# ---- env_decay_sweeper ----
==> env_decay_sweeper/wire_density.png <==
The die is cut into 14 by 14 equal tiles; white is low, dark blue is high, scaled to the fullest tile. Values are wire area over tile area, all layers added.
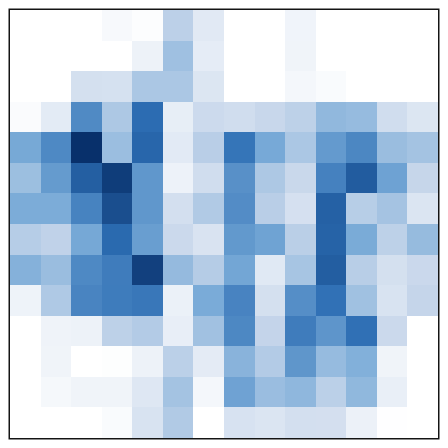
==> env_decay_sweeper/final_clocks.png <==
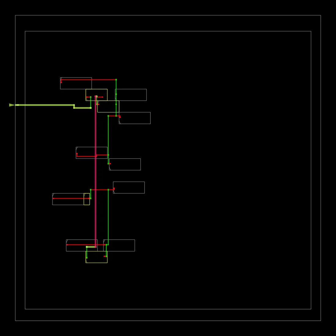
$ cat src/rtl/env_decay_sweeper_pkg.sv
// Shared grid geometry, field widths and sweeper FSM state encoding
// for the environment write-master slice.
package env_decay_sweeper_pkg;

    localparam int unsigned PIXELS_X    = 12;
    localparam int unsigned PIXELS_Y    = 3;
    localparam int unsigned X_bits      = 4;
    localparam int unsigned Y_bits      = 2;
    localparam int unsigned SIGNAL_bits = 8;

    localparam logic [SIGNAL_bits-1:0] SIG_MAX = '1;

    typedef enum logic [1:0] {
        IDLE  = 2'd0,
        SWEEP = 2'd1,
        DONE  = 2'd2
    } sweep_state_t;

endpackage

$ cat src/rtl/env_decay_sweeper_sat_sig_alu.sv
// Combinational saturating add (clamps at all-ones) and saturating
// subtract (floors at zero) on a pheromone signal field.
module sat_sig_alu #(
    parameter int unsigned W = 8
) (
    input  logic [W-1:0] i_a,
    input  logic [W-1:0] i_add,
    input  logic [W-1:0] i_sub,
    output logic [W-1:0] o_sum,
    output logic [W-1:0] o_diff
);

    logic [W:0] w_sum_wide;

    always_comb begin
        w_sum_wide = {1'b0, i_a} + {1'b0, i_add};
        o_sum      = w_sum_wide[W] ? '1 : w_sum_wide[W-1:0];
        o_diff     = (i_a > i_sub) ? (i_a - i_sub) : '0;
    end

endmodule

$ cat src/rtl/env_decay_sweeper.sv
// Sole write master for the environment grid: one read-modify-write per cycle,
// alternating a full-grid decay pass with saturating pheromone deposits.
module env_decay_sweeper
    import env_decay_sweeper_pkg::*;
#(
    parameter int unsigned PIXELS_X    = env_decay_sweeper_pkg::PIXELS_X,
    parameter int unsigned PIXELS_Y    = env_decay_sweeper_pkg::PIXELS_Y,
    parameter int unsigned X_bits      = env_decay_sweeper_pkg::X_bits,
    parameter int unsigned Y_bits      = env_decay_sweeper_pkg::Y_bits,
    parameter int unsigned SIGNAL_bits = env_decay_sweeper_pkg::SIGNAL_bits,
    parameter int unsigned DECAY_AMT   = 1
) (
    input  logic                   newLocClock,
    input  logic                   RESET_SIM,
    input  logic                   sweep_start,
    output logic                   sweep_busy,
    output logic                   sweep_done,
    input  logic                   dep_valid,
    output logic                   dep_ready,
    input  logic [X_bits-1:0]      dep_X,
    input  logic [Y_bits-1:0]      dep_Y,
    input  logic [SIGNAL_bits-1:0] dep_amount,
    output logic [X_bits-1:0]      lookup_X,
    output logic [Y_bits-1:0]      lookup_Y,
    input  logic [SIGNAL_bits:0]   lookup_data,
    output logic                   write_en,
    output logic [X_bits-1:0]      write_X,
    output logic [Y_bits-1:0]      write_Y,
    output logic [SIGNAL_bits-1:0] write_signal,
    output logic                   write_sugar
);

    localparam logic [X_bits-1:0]      X_LAST  = X_bits'(PIXELS_X - 1);
    localparam logic [Y_bits-1:0]      Y_LAST  = Y_bits'(PIXELS_Y - 1);
    localparam logic [SIGNAL_bits-1:0] DECAY_W = SIGNAL_bits'(DECAY_AMT);

    sweep_state_t          r_state, w_state_nxt;
    logic [X_bits-1:0]     r_cx, w_cx_nxt;
    logic [Y_bits-1:0]     r_cy, w_cy_nxt;
    logic                  r_last_dep, w_last_dep_nxt;

    logic                   w_dep_grant;
    logic                   w_dep_in_range;
    logic                   w_sweep_own;
    logic [SIGNAL_bits-1:0] w_sum;
    logic [SIGNAL_bits-1:0] w_diff;

    sat_sig_alu #(
        .W (SIGNAL_bits)
    ) u_alu (
        .i_a    (lookup_data[SIGNAL_bits:1]),
        .i_add  (dep_amount),
        .i_sub  (DECAY_W),
        .o_sum  (w_sum),
        .o_diff (w_diff)
    );

    // Data-dependent outputs kept out of the arbitration block so the
    // external lookup path never appears as a loop through one process.
    assign write_signal = w_dep_grant ? w_sum : w_diff;
    assign write_sugar  = lookup_data[0];

    always_comb begin
        w_state_nxt    = r_state;
        w_cx_nxt       = r_cx;
        w_cy_nxt       = r_cy;
        w_last_dep_nxt = 1'b0;
        sweep_busy     = (r_state != IDLE);
        sweep_done     = (r_state == DONE);
        dep_ready      = 1'b1;

        if (r_state == SWEEP) begin
            dep_ready = dep_valid & ~r_last_dep;
        end
        w_dep_grant    = dep_valid & dep_ready;
        w_dep_in_range = (32'(dep_X) < PIXELS_X) && (32'(dep_Y) < PIXELS_Y);
        w_sweep_own    = (r_state == SWEEP) && !w_dep_grant;

        lookup_X = w_dep_grant ? dep_X : r_cx;
        lookup_Y = w_dep_grant ? dep_Y : r_cy;
        write_X  = lookup_X;
        write_Y  = lookup_Y;
        write_en = !RESET_SIM && ((w_dep_grant && w_dep_in_range) || w_sweep_own);

        unique case (r_state)
            IDLE: begin
                if (sweep_start) begin
                    w_state_nxt = SWEEP;
                    w_cx_nxt    = '0;
                    w_cy_nxt    = '0;
                end
            end
            SWEEP: begin
                w_last_dep_nxt = w_dep_grant;
                if (w_sweep_own) begin
                    if (r_cx == X_LAST) begin
                        w_cx_nxt = '0;
                        if (r_cy == Y_LAST) begin
                            w_cy_nxt    = '0;
                            w_state_nxt = DONE;
                        end else begin
                            w_cy_nxt = r_cy + 1'b1;
                        end
                    end else begin
                        w_cx_nxt = r_cx + 1'b1;
                    end
                end
            end
            DONE:    w_state_nxt = IDLE;
            default: w_state_nxt = IDLE;
        endcase
    end

    always_ff @(posedge newLocClock) begin
        if (RESET_SIM) begin
            r_state    <= IDLE;
            r_cx       <= '0;
            r_cy       <= '0;
            r_last_dep <= 1'b0;
        end else begin
            r_state    <= w_state_nxt;
            r_cx       <= w_cx_nxt;
            r_cy       <= w_cy_nxt;
            r_last_dep <= w_last_dep_nxt;
        end
    end

endmodule
$ cat config.mk
export PLATFORM = sky130hd
export DESIGN_NAME = env_decay_sweeper
export DESIGN_NICKNAME = d
export VERILOG_FILES = /design/src/rtl/env_decay_sweeper_pkg.sv /design/src/rtl/env_decay_sweeper_sat_sig_alu.sv /design/src/rtl/env_decay_sweeper.sv
export SDC_FILE = /design/constraint.sdc
export NUM_CORES = 1
export LEC_CHECK = 0
export CAP_MARGIN = 20
export CELL_PAD_IN_SITES_DETAIL_PLACEMENT = 0
export CELL_PAD_IN_SITES_GLOBAL_PLACEMENT = 1
export CORE_MARGIN = 2
export CORE_UTILIZATION = 34
export DETAILED_ROUTE_END_ITERATION = 10
export PLACE_DENSITY = 0.9
export SYNTH_ARGS = -nofsm -noshare
export SYNTH_HDL_FRONTEND = slang
export SYNTH_HIERARCHICAL = 1
export SYNTH_SLANG_ARGS = --single-unit
$ cat constraint.sdc
create_clock -name newLocClock -period 3.2 [get_ports newLocClock]
set_clock_uncertainty 0.1 [all_clocks]
set_input_delay 0.32 -clock newLocClock [delete_from_list [all_inputs] [get_ports newLocClock]]
set_output_delay 0.32 -clock newLocClock [all_outputs]
set_load 0.1 [all_outputs]
==> metrics.yaml <==
worst_setup_path:
  r2r_slack_ps: 1660
route:
  met2WireLength_mm: 1.91
  top_layer: "met4"
pwr:
  leakagePower_nw: 0.977
  maxPowerGroup: "combinational cells"
  p_comb_share_pct: 70.4
  seqPwrFrac_pct: 13.8
place:
  gp_congestion: 0.788
layout:
  final_nets: 292
  ff_latch_area_sq_um: 180
  nonClkBufAreaFrac_pct: 26.9
  signal_buffers: 58
global_route:
  use_met2_pct: 27.9
run_status:
  outcome: "finished, final reports clean"
clocking:
  numCtsBuffers: 3
sta:
  finalSetupViolations: 0
Notes on env_decay_sweeper/wire_density.png above:
tiles over half the peak = 24%
nearly empty tiles = 21%
mean over tiles = 0.12
Routed WL: 3.83 mm
GRT Overall Usage: 15.2%
vias: 1,550
drt wl/cell: 12.9 um

Notes on env_decay_sweeper/final_clocks.png above:
power in the clock group: 0.138 mW
registers: 9

==> cell usage in the layout (no fill, tap or decap), types with 7 or more instances in the layout <==
cell and n:
a21oi_1 7, dfxtp_1 9, mux2_4 10, o21ai_0 9, ha_1 16, a211oi_1 7, nor2_1 12, conb_1 8
nand2_1 9, nor3_1 7, inv_1 14, buf_12 8, buf_4 25, clkdlybuf4s50_1 22
==> worst max-delay path, delay by kind of cell <==
family | cells | cell delay, ps
buf+inv | 2 | 620
simple gates | 1 | 80
fa+ha+maj | 1 | 370
compound gates | 4 | 990
mux | 1 | 290
==> cells in the mapped netlist (3+ instances only) <==
cell	n	area [sq um]
nand2_1	9	33.8
inv_1	14	52.6
nor3b_1	3	22.5
o21ai_0	9	45.0
a21oi_1	9	45.0
a211oi_1	7	52.6
mux2i_1	3	30.0
nor3_1	7	35.0
nand4_1	3	18.8
o21a_1	3	22.5
a21o_1	3	22.5
nor2_1	12	45.0
dfxtp_1	9	180
mux2_4	10	150
buf_4	7	52.6
nand2b_1	6	37.5
xnor2_1	3	26.3
ha_1	17	213
nand3_1	3	15.0
mux2_2	4	45.0

# ---- mod10_counter ----
[config.mk]
export PLATFORM = sky130hd
export DESIGN_NAME = mod10_counter
export DESIGN_NICKNAME = d
export VERILOG_FILES = /design/src/rtl/mod10_pkg.sv /design/src/rtl/thermo_encoder.sv /design/src/rtl/mod10_counter.sv
export SDC_FILE = /design/constraint.sdc
export NUM_CORES = 1
export LEC_CHECK = 0
export ABC_AREA = 1
export CAP_MARGIN = 20
export CORE_UTILIZATION = 44
export CTS_CLUSTER_DIAMETER = 40
export CTS_CLUSTER_SIZE = 28
export DETAILED_ROUTE_END_ITERATION = 8
export PLACE_DENSITY = 0.82
export SLEW_MARGIN = 20
export SYNTH_ARGS = -nofsm -noshare
export SYNTH_HDL_FRONTEND = slang
export SYNTH_SLANG_ARGS = --single-unit
[constraint.sdc]
create_clock -name sys_clk -period 2.7 [get_ports sys_clk]
set_input_delay 0.27 -clock sys_clk [delete_from_list [all_inputs] [get_ports sys_clk]]
set_output_delay 0.27 -clock sys_clk [all_outputs]
set_load 0.01 [all_outputs]
[src/rtl/mod10_pkg.sv]
// Shared constants for the decimal counter: ctrl opcodes, modulus and bar width.
package mod10_pkg;

  localparam logic [2:0] OP_HOLD    = 3'd0;
  localparam logic [2:0] OP_UP      = 3'd1;
  localparam logic [2:0] OP_DOWN    = 3'd2;
  localparam logic [2:0] OP_LOAD    = 3'd3;
  localparam logic [2:0] OP_CLEAR   = 3'd4;
  localparam logic [2:0] OP_SET_MAX = 3'd5;

  localparam logic [3:0] MOD_VALUE = 4'd10;
  localparam logic [3:0] MAX_COUNT = MOD_VALUE - 4'd1;
  localparam int         THERMO_W  = 16;

  // Folds an out-of-range load value back into 0..9 by subtracting the modulus.
  function automatic logic [3:0] fold_load(input logic [3:0] value);
    return (value > MAX_COUNT) ? value - MOD_VALUE : value;
  endfunction

endpackage

[src/rtl/thermo_encoder.sv]
// Purely combinational binary-to-thermometer encoder: bit i is set when i < value.
module thermo_encoder
  import mod10_pkg::*;
(
  input  logic [3:0]          value,
  output logic [THERMO_W-1:0] thermo
);

  always_comb begin
    thermo = '0;
    for (int i = 0; i < THERMO_W; i++) begin
      thermo[i] = (4'(i) < value);
    end
  end

endmodule

[src/rtl/mod10_counter.sv]
// Modulo-10 counter driven by a 3-bit opcode, shown as a 16-bit thermometer bar.
// Define MOD10_LOAD_CLAMP_EN to saturate out-of-range loads to 9 instead of folding them.
module mod10_counter
  import mod10_pkg::*;
(
  input  logic                sys_clk,
  input  logic                rst_n,
  input  logic [2:0]          ctrl,
  input  logic [3:0]          inp,
  output logic [THERMO_W-1:0] thermo_count
);

  logic [3:0] count;
  logic [3:0] next_count;
  logic [3:0] load_value;

`ifdef MOD10_LOAD_CLAMP_EN
  assign load_value = (inp > MAX_COUNT) ? MAX_COUNT : inp;
`else
  assign load_value = fold_load(inp);
`endif

  // Reserved and unknown opcodes fall through to default so they act as HOLD.
  always_comb begin
    next_count = count;
    case (ctrl)
      OP_HOLD:    next_count = count;
      OP_UP:      next_count = (count >= MAX_COUNT) ? 4'd0 : count + 4'd1;
      OP_DOWN:    next_count = (count == 4'd0 || count > MAX_COUNT) ? MAX_COUNT : count - 4'd1;
      OP_LOAD:    next_count = load_value;
      OP_CLEAR:   next_count = 4'd0;
      OP_SET_MAX: next_count = MAX_COUNT;
      default:    next_count = count;
    endcase
  end

  // rst_n keeps its legacy name but is an active-high synchronous reset.
  always_ff @(posedge sys_clk) begin
    if (rst_n) begin
      count <= 4'd0;
    end else begin
      count <= next_count;
    end
  end

  thermo_encoder u_thermo_encoder (
    .value  (count),
    .thermo (thermo_count)
  );

endmodule

==> metrics.yaml <==
global_route:
  antenna_found_initial: 0
  grt_pass1_wl_mm: 2.64
floorplanning:
  ioPinCount: 25
  dieArea_sq_um: 1510
clocking:
  cts_tree: "done"
  post_cts_buffers: 0
  cts_resized: 0
  cts_hold_buf: 0
route:
  drt_iter0_markers: 17
  final_antenna_net_count: 0
sta:
  rsz0062_at_grt: "false"
  finalHoldViolations: 0
  finalSetupViolations: 0
synthesis:
  synthArstFlopShare_pct: 0
  ys_chip_area_sq_um: 598
  synth-edff-count: 0
layout:
  diodes: 0
  utilization_pct: 71.3
place:
  dpl.cell_count: 146
run_status:
  outcome: "finished, final reports clean"
==> tightest hold or removal path: stages (launching register included) <==
cell and delay, ps:
dfxtp_1 350, o21ai_0 190, nor2_1 50
==> power by group <==
group,switching (mW),internal (mW),leakage (nW)
Clock,0.0250,0.0498,0.0138
Combinational,0.107,0.0991,0.405
Sequential,0.0183,0.0671,0.0332
Total,0.151,0.216,0.452
==> worst paths after layout <==
check / startpoint / end / slack, ps / cells after the start
max reg2reg: count[0] / count[0] / 1170 / 8
min: count[1] / count[1] / 630 / 2
max: count[0] / thermo_count[1] / 590 / 4
min reg2reg: count[1] / count[1] / 630 / 2
==> metal layers <==
metal | track usage [%] | share of wire (%) | vias up
li1 | - | - | 388
met1 | 29.3 | 44 | 308
met2 | 47.9 | 50 | 30
met3 | 6.94 | 5.5 | 0
met4 | 0 | 0 | 0
met5 | 0 | 0 | -
==> area by class of cell <==
cell class                      count  area, sq um  area share (%)
Clock buffer                        3         22.5            2.66
Inverter                           23         86.3            10.2
Multi-Input combinational cell     82          409            48.4
Sequential cell                     4         80.1            9.47
Tap cell                           14         17.5            2.07
Timing Repair Buffer               23          230            27.2
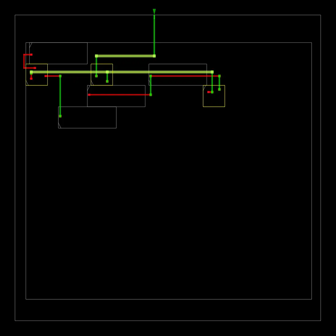
(mod10_counter/final_clocks.png)
Clock Latency Late Sink: 240 ps
registers: 4
CTS buffer count: 3
clock sink count: 4

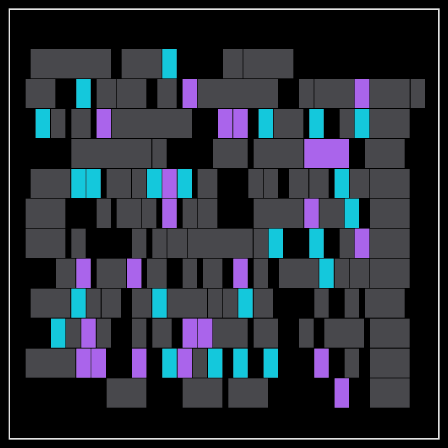
(mod10_counter/gate_families.png)
cyan -> inverters  # cells 23
purple -> NOR gates  # cells 22
non-filler instance count after layout: 149
Commonest Layout Cell: nand2_1
Comb area share: 48.4%


# ---- softmax_frame_sequencer_flat ----
==> softmax_frame_sequencer_flat/zoom.png <==
Bar = 5 um. Window x 72 to 92, y 105 to 125 um. Cells in gray, sequential cells in the stronger gray; small squares are vias.
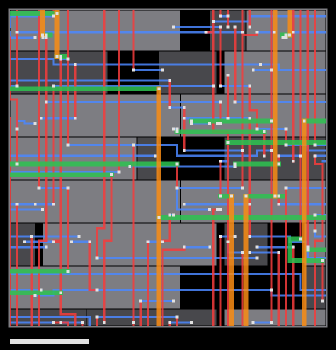
==> softmax_frame_sequencer_flat/final_clocks.png <==
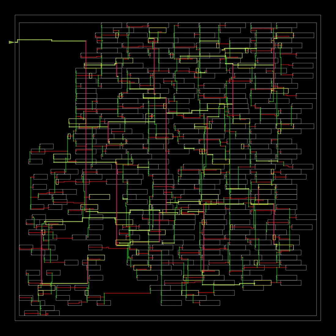
## src/rtl/softmax_frame_sequencer_if.sv

```systemverilog
// Stream, pipeline and result signals of softmax_frame_sequencer grouped into one bundle.
// The sequencer connects through the slave modport; its environment uses master.
interface softmax_frame_sequencer_if #(
    parameter int data_size      = 32,
    parameter int number_of_data = 10
);
    localparam int IW = $clog2(number_of_data);

    logic                 in_valid_i;
    logic [data_size-1:0] in_data_i;
    logic                 in_last_i;
    logic                 in_ready_o;

    logic                 pipe_start_o;
    logic [data_size-1:0] pipe_data_o;
    logic [data_size-1:0] pipe_result_i;
    logic                 pipe_result_valid_i;

    logic [data_size-1:0] out_data_o;
    logic                 out_valid_o;
    logic [IW-1:0]        out_index_o;
    logic                 out_last_o;
    logic                 frame_done_o;
    logic                 busy_o;
    logic                 len_err_o;

    modport slave (
        input  in_valid_i, in_data_i, in_last_i, pipe_result_i, pipe_result_valid_i,
        output in_ready_o, pipe_start_o, pipe_data_o, out_data_o, out_valid_o,
               out_index_o, out_last_o, frame_done_o, busy_o, len_err_o
    );

    modport master (
        output in_valid_i, in_data_i, in_last_i, pipe_result_i, pipe_result_valid_i,
        input  in_ready_o, pipe_start_o, pipe_data_o, out_data_o, out_valid_o,
               out_index_o, out_last_o, frame_done_o, busy_o, len_err_o
    );
endinterface

```

## src/rtl/softmax_frame_sequencer.sv

```systemverilog
// Frame controller for the softmax pipeline: buffers one frame, replays it, collects and tags results.
// Optional result-wait watchdog enabled by defining SOFTMAX_SEQ_TIMEOUT_EN.
module softmax_frame_sequencer #(
    parameter int data_size      = 32,
    parameter int number_of_data = 10,
    parameter int TIMEOUT_CYCLES = 1024
) (
    input  logic                    clock_i,
    input  logic                    reset_i,
    softmax_frame_sequencer_if.slave sif
);
    localparam int IW = $clog2(number_of_data);
    localparam int CW = IW + 1;
    localparam logic [CW-1:0] LAST_IDX = CW'(number_of_data - 1);
    localparam logic [CW-1:0] FULL_CNT = CW'(number_of_data);

    if (number_of_data < 2) begin : g_bad_frame_len
        $error("number_of_data must be at least 2");
    end
    if (TIMEOUT_CYCLES < 2) begin : g_bad_timeout
        $error("TIMEOUT_CYCLES must be at least 2");
    end

    typedef enum logic [2:0] {
        S_IDLE,
        S_LOAD,
        S_STREAM,
        S_WAIT,
        S_DONE
    } state_t;

    state_t               r_state;
    state_t               w_next;

    logic [data_size-1:0] r_buf [number_of_data];
    logic [CW-1:0]        r_wr_cnt;
    logic [CW-1:0]        r_st_cnt;
    logic [CW-1:0]        r_rd_cnt;

    logic [data_size-1:0] r_out_data;
    logic                 r_out_valid;
    logic [IW-1:0]        r_out_index;
    logic                 r_out_last;
    logic                 r_len_err;

    logic                 w_ready;
    logic                 w_accept;
    logic                 w_last_word;
    logic                 w_early_last;
    logic                 w_no_last;
    logic                 w_result;
    logic                 w_timeout;
    logic                 w_pipe_start;
    logic [data_size-1:0] w_pipe_data;
    logic                 w_frame_done;

    assign w_ready      = ((r_state == S_IDLE) || (r_state == S_LOAD)) && !reset_i;
    assign w_accept     = sif.in_valid_i && w_ready;
    // r_wr_cnt is 0 in IDLE, so these decodes hold for the first word as well.
    assign w_last_word  = (r_wr_cnt == LAST_IDX);
    assign w_early_last = w_accept && sif.in_last_i && !w_last_word;
    assign w_no_last    = w_accept && !sif.in_last_i && w_last_word;
    assign w_result     = (r_state == S_WAIT) && sif.pipe_result_valid_i && (r_rd_cnt != FULL_CNT);

`ifdef SOFTMAX_SEQ_TIMEOUT_EN
    localparam int TW = $clog2(TIMEOUT_CYCLES);

    logic [TW-1:0] r_wdog;

    assign w_timeout = (r_state == S_WAIT) && !sif.pipe_result_valid_i &&
                       (r_rd_cnt != FULL_CNT) && (r_wdog == TW'(TIMEOUT_CYCLES - 1));

    always_ff @(posedge clock_i) begin
        if (reset_i || (r_state != S_WAIT) || sif.pipe_result_valid_i || w_timeout) begin
            r_wdog <= '0;
        end else begin
            r_wdog <= r_wdog + 1'b1;
        end
    end
`else
    assign w_timeout = 1'b0;
`endif

    // NOTE: sequential state uses non-blocking assignments so every register samples pre-edge values.
    always_ff @(posedge clock_i) begin
        if (reset_i) begin
            r_state <= S_IDLE;
        end else begin
            r_state <= w_next;
        end
    end

    // NOTE: every output of this block gets a default first, so no path can infer a latch.
    always_comb begin
        w_next       = r_state;
        w_pipe_start = 1'b0;
        w_pipe_data  = '0;
        w_frame_done = 1'b0;
        unique case (r_state)
            S_IDLE: begin
                if (w_accept) begin
                    w_next = w_early_last ? S_IDLE : S_LOAD;
                end
            end
            S_LOAD: begin
                if (w_early_last) begin
                    w_next = S_IDLE;
                end else if (w_accept && w_last_word) begin
                    w_next = S_STREAM;
                end
            end
            S_STREAM: begin
                w_pipe_start = (r_st_cnt == '0);
                w_pipe_data  = r_buf[r_st_cnt[IW-1:0]];
                if (r_st_cnt == LAST_IDX) begin
                    w_next = S_WAIT;
                end
            end
            S_WAIT: begin
                // Leave one cycle after the final result so frame_done trails the last out_valid.
                if (r_rd_cnt == FULL_CNT) begin
                    w_next = S_DONE;
                end else if (w_timeout) begin
                    w_next = S_IDLE;
                end
            end
            S_DONE: begin
                w_frame_done = 1'b1;
                w_next       = S_IDLE;
            end
            default: w_next = S_IDLE;
        endcase
    end

    // NOTE: the frame buffer is deliberately not reset; it is always written before it is read.
    always_ff @(posedge clock_i) begin
        if (w_accept) begin
            r_buf[r_wr_cnt[IW-1:0]] <= sif.in_data_i;
        end
    end

    always_ff @(posedge clock_i) begin
        if (reset_i) begin
            r_wr_cnt    <= '0;
            r_st_cnt    <= '0;
            r_rd_cnt    <= '0;
            r_out_data  <= '0;
            r_out_valid <= 1'b0;
            r_out_index <= '0;
            r_out_last  <= 1'b0;
            r_len_err   <= 1'b0;
        end else begin
            r_out_valid <= w_result;
            r_len_err   <= w_early_last || w_no_last || w_timeout;

            if (w_accept) begin
                r_wr_cnt <= (w_early_last || w_last_word) ? '0 : r_wr_cnt + 1'b1;
            end

            if (r_state == S_STREAM) begin
                r_st_cnt <= (r_st_cnt == LAST_IDX) ? '0 : r_st_cnt + 1'b1;
            end

            if (w_result) begin
                r_out_data  <= sif.pipe_result_i;
                r_out_index <= r_rd_cnt[IW-1:0];
                r_out_last  <= (r_rd_cnt == LAST_IDX);
                r_rd_cnt    <= r_rd_cnt + 1'b1;
            end else if ((r_state == S_DONE) || w_timeout) begin
                r_rd_cnt <= '0;
            end
        end
    end

    assign sif.in_ready_o   = w_ready;
    assign sif.pipe_start_o = w_pipe_start;
    assign sif.pipe_data_o  = w_pipe_data;
    assign sif.out_data_o   = r_out_data;
    assign sif.out_valid_o  = r_out_valid;
    assign sif.out_index_o  = r_out_index;
    assign sif.out_last_o   = r_out_last;
    assign sif.frame_done_o = w_frame_done;
    assign sif.busy_o       = (r_state != S_IDLE);
    assign sif.len_err_o    = r_len_err;

endmodule

```

## src/flat_wrapper.sv

```systemverilog
// flat-port wrapper written by rule: the top's interface ports become plain ports
module softmax_frame_sequencer_flat 
#(
    parameter int data_size      = 32,
    parameter int number_of_data = 10,
    parameter int TIMEOUT_CYCLES = 1024
)
  (clock_i, reset_i, sif_in_valid_i, sif_in_data_i, sif_in_last_i, sif_pipe_result_i, sif_pipe_result_valid_i, sif_in_ready_o, sif_pipe_start_o, sif_pipe_data_o, sif_out_data_o, sif_out_valid_o, sif_out_index_o, sif_out_last_o, sif_frame_done_o, sif_busy_o, sif_len_err_o);
  softmax_frame_sequencer_if #(.data_size(data_size), .number_of_data(number_of_data)) sif_i ();
  input  logic clock_i;
  input  logic reset_i;
  input wire logic [$bits(sif_i.in_valid_i)-1:0] sif_in_valid_i;
  input wire logic [$bits(sif_i.in_data_i)-1:0] sif_in_data_i;
  input wire logic [$bits(sif_i.in_last_i)-1:0] sif_in_last_i;
  input wire logic [$bits(sif_i.pipe_result_i)-1:0] sif_pipe_result_i;
  input wire logic [$bits(sif_i.pipe_result_valid_i)-1:0] sif_pipe_result_valid_i;
  output wire logic [$bits(sif_i.in_ready_o)-1:0] sif_in_ready_o;
  output wire logic [$bits(sif_i.pipe_start_o)-1:0] sif_pipe_start_o;
  output wire logic [$bits(sif_i.pipe_data_o)-1:0] sif_pipe_data_o;
  output wire logic [$bits(sif_i.out_data_o)-1:0] sif_out_data_o;
  output wire logic [$bits(sif_i.out_valid_o)-1:0] sif_out_valid_o;
  output wire logic [$bits(sif_i.out_index_o)-1:0] sif_out_index_o;
  output wire logic [$bits(sif_i.out_last_o)-1:0] sif_out_last_o;
  output wire logic [$bits(sif_i.frame_done_o)-1:0] sif_frame_done_o;
  output wire logic [$bits(sif_i.busy_o)-1:0] sif_busy_o;
  output wire logic [$bits(sif_i.len_err_o)-1:0] sif_len_err_o;
  assign sif_i.in_valid_i = sif_in_valid_i;
  assign sif_i.in_data_i = sif_in_data_i;
  assign sif_i.in_last_i = sif_in_last_i;
  assign sif_i.pipe_result_i = sif_pipe_result_i;
  assign sif_i.pipe_result_valid_i = sif_pipe_result_valid_i;
  assign sif_in_ready_o = sif_i.in_ready_o;
  assign sif_pipe_start_o = sif_i.pipe_start_o;
  assign sif_pipe_data_o = sif_i.pipe_data_o;
  assign sif_out_data_o = sif_i.out_data_o;
  assign sif_out_valid_o = sif_i.out_valid_o;
  assign sif_out_index_o = sif_i.out_index_o;
  assign sif_out_last_o = sif_i.out_last_o;
  assign sif_frame_done_o = sif_i.frame_done_o;
  assign sif_busy_o = sif_i.busy_o;
  assign sif_len_err_o = sif_i.len_err_o;
  softmax_frame_sequencer #(.data_size(data_size), .number_of_data(number_of_data), .TIMEOUT_CYCLES(TIMEOUT_CYCLES)) u_core (.clock_i(clock_i), .reset_i(reset_i), .sif(sif_i));
endmodule
```

## config.mk

```make
export PLATFORM = sky130hd
export DESIGN_NAME = softmax_frame_sequencer_flat
export DESIGN_NICKNAME = d
export VERILOG_FILES = /design/src/rtl/softmax_frame_sequencer_if.sv /design/src/rtl/softmax_frame_sequencer.sv /design/src/flat_wrapper.sv
export SDC_FILE = /design/constraint.sdc
export NUM_CORES = 1
export LEC_CHECK = 0
export CAP_MARGIN = 20
export CORE_MARGIN = 2
export CORE_UTILIZATION = 57
export DETAILED_ROUTE_END_ITERATION = 12
export GPL_TIMING_DRIVEN = 0
export MAX_ROUTING_LAYER = met4
export PLACE_DENSITY = 0.91
export SYNTH_ARGS = -nofsm -noshare
export SYNTH_HDL_FRONTEND = slang
export SYNTH_SLANG_ARGS = --single-unit
export TNS_END_PERCENT = 1
```

## constraint.sdc

```tcl
create_clock -name clock_i -period 7.08 [get_ports clock_i]
set_clock_uncertainty 0.2 [all_clocks]
set_input_delay 0.708 -clock clock_i [delete_from_list [all_inputs] [get_ports clock_i]]
set_output_delay 0.708 -clock clock_i [all_outputs]
set_load 0.01 [all_outputs]
```

==> metrics.yaml <==
run_status:
  outcome: "finished, final reports clean"
worst_setup_path:
  r2r_slack_ps: 4110
  worstRegToRegCells: 6
  cp-start-kind: "flip-flop"
global_route:
  overflow: 0
  busiest_layer: "met2"
  grt_util_met1_pct: 35.5
  grt_use_met3_pct: 5.63
run:
  cap_violations: 0
  warning_count: 33
layout:
  finalNonFillerCells: 1405
  nFillCells: 1462
  final_area_sq_um: 18000
floorplanning:
  dieArea_sq_um: 27100
  coreArea_sq_um: 25300
synthesis:
  fp_nets: 925
  ys_seq_share_pct: 73.6
  ys_chip_area_sq_um: 14700
  ys_cells: 846
  compound_area_share_pct: 7.12
clocking:
  clkTransAtPathRegs_ps: 60
  htree_levels: 2
sta:
  finalSetupViolations: 0
  tns_ps: 0
place:
  gp_congestion: 0.823
Notes on softmax_frame_sequencer_flat/zoom.png above:
green -> met3
blue -> met1
red -> met2
orange -> met4
sequential cells in the window = 9
cells with their middle in the window = 15
most frequent = edfxtp_1 (9)
netlist names of flops here include = `u_core.r_buf` (9)

Notes on softmax_frame_sequencer_flat/final_clocks.png above:
CTS buffer count: 37
registers: 381
power in the clock group: 1.92 mW

==> cell type report <==
type,instances,area share (%)
diodes,1,0.0139
plain buffers,67,1.55
clock buffers,51,5.73
clock inverters,17,0.717
inverters,13,0.271
multi-input cells,385,19.9
flip-flops and latches,381,60.2
well taps,330,2.30
repair buffers,160,9.29
==> cell usage after synthesis, types with 7 or more instances <==
| cell type | n |
|---|---|
| mux2i_1 | 32 |
| ha_1 | 10 |
| nand3_1 | 44 |
| nand2_1 | 10 |
| clkbuf_1 | 53 |
| dfxtp_1 | 61 |
| a21oi_1 | 49 |
| a211oi_1 | 35 |
| buf_2 | 9 |
| o21ai_0 | 43 |
| edfxtp_1 | 320 |
| or3_1 | 8 |
| and2_1 | 7 |
| mux4_2 | 64 |
| o22ai_1 | 32 |
| inv_1 | 13 |
==> metal layers <==
layer	routed length (um)	vias to the layer above
met5	0	-
met4	1470	0
met3	3520	128
met2	19200	664
met1	13500	4577
li1	-	3825


==> layout pictures side by side <==
Pin placement.
shot_01.png
Bar = 20 um. Pins as bars across the die edge, other pins in gray.
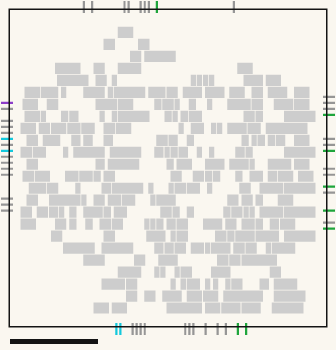
shot_02.png
Bar = 50 um. Pins as bars across the die edge, other pins in gray.
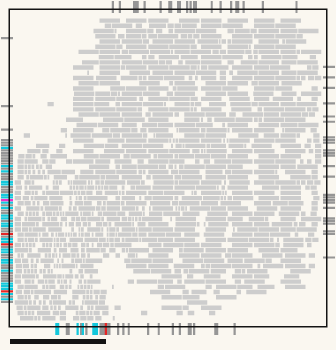
shot_03.png
Bar = 10 um. Pins as bars across the die edge, other pins in gray.
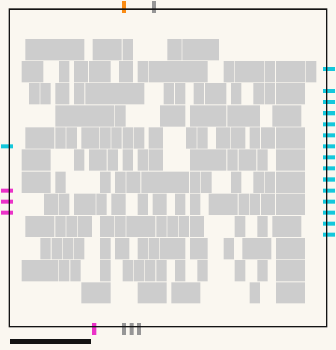
Of these, largest die: shot_02.png
shot_01.png: env_decay_sweeper
shot_02.png: softmax_frame_sequencer_flat
shot_03.png: mod10_counter

Key to shot_01.png:
cyan -> `dep_X`  # pins 4, direction input, edge 2 south, 2 west
green -> `write_signal`  # pins 8, direction output, edge 5 east, 2 south, 1 north
purple -> `newLocClock`  # pins 1, direction input, edge west

Power and IR drop assume default switching activity.
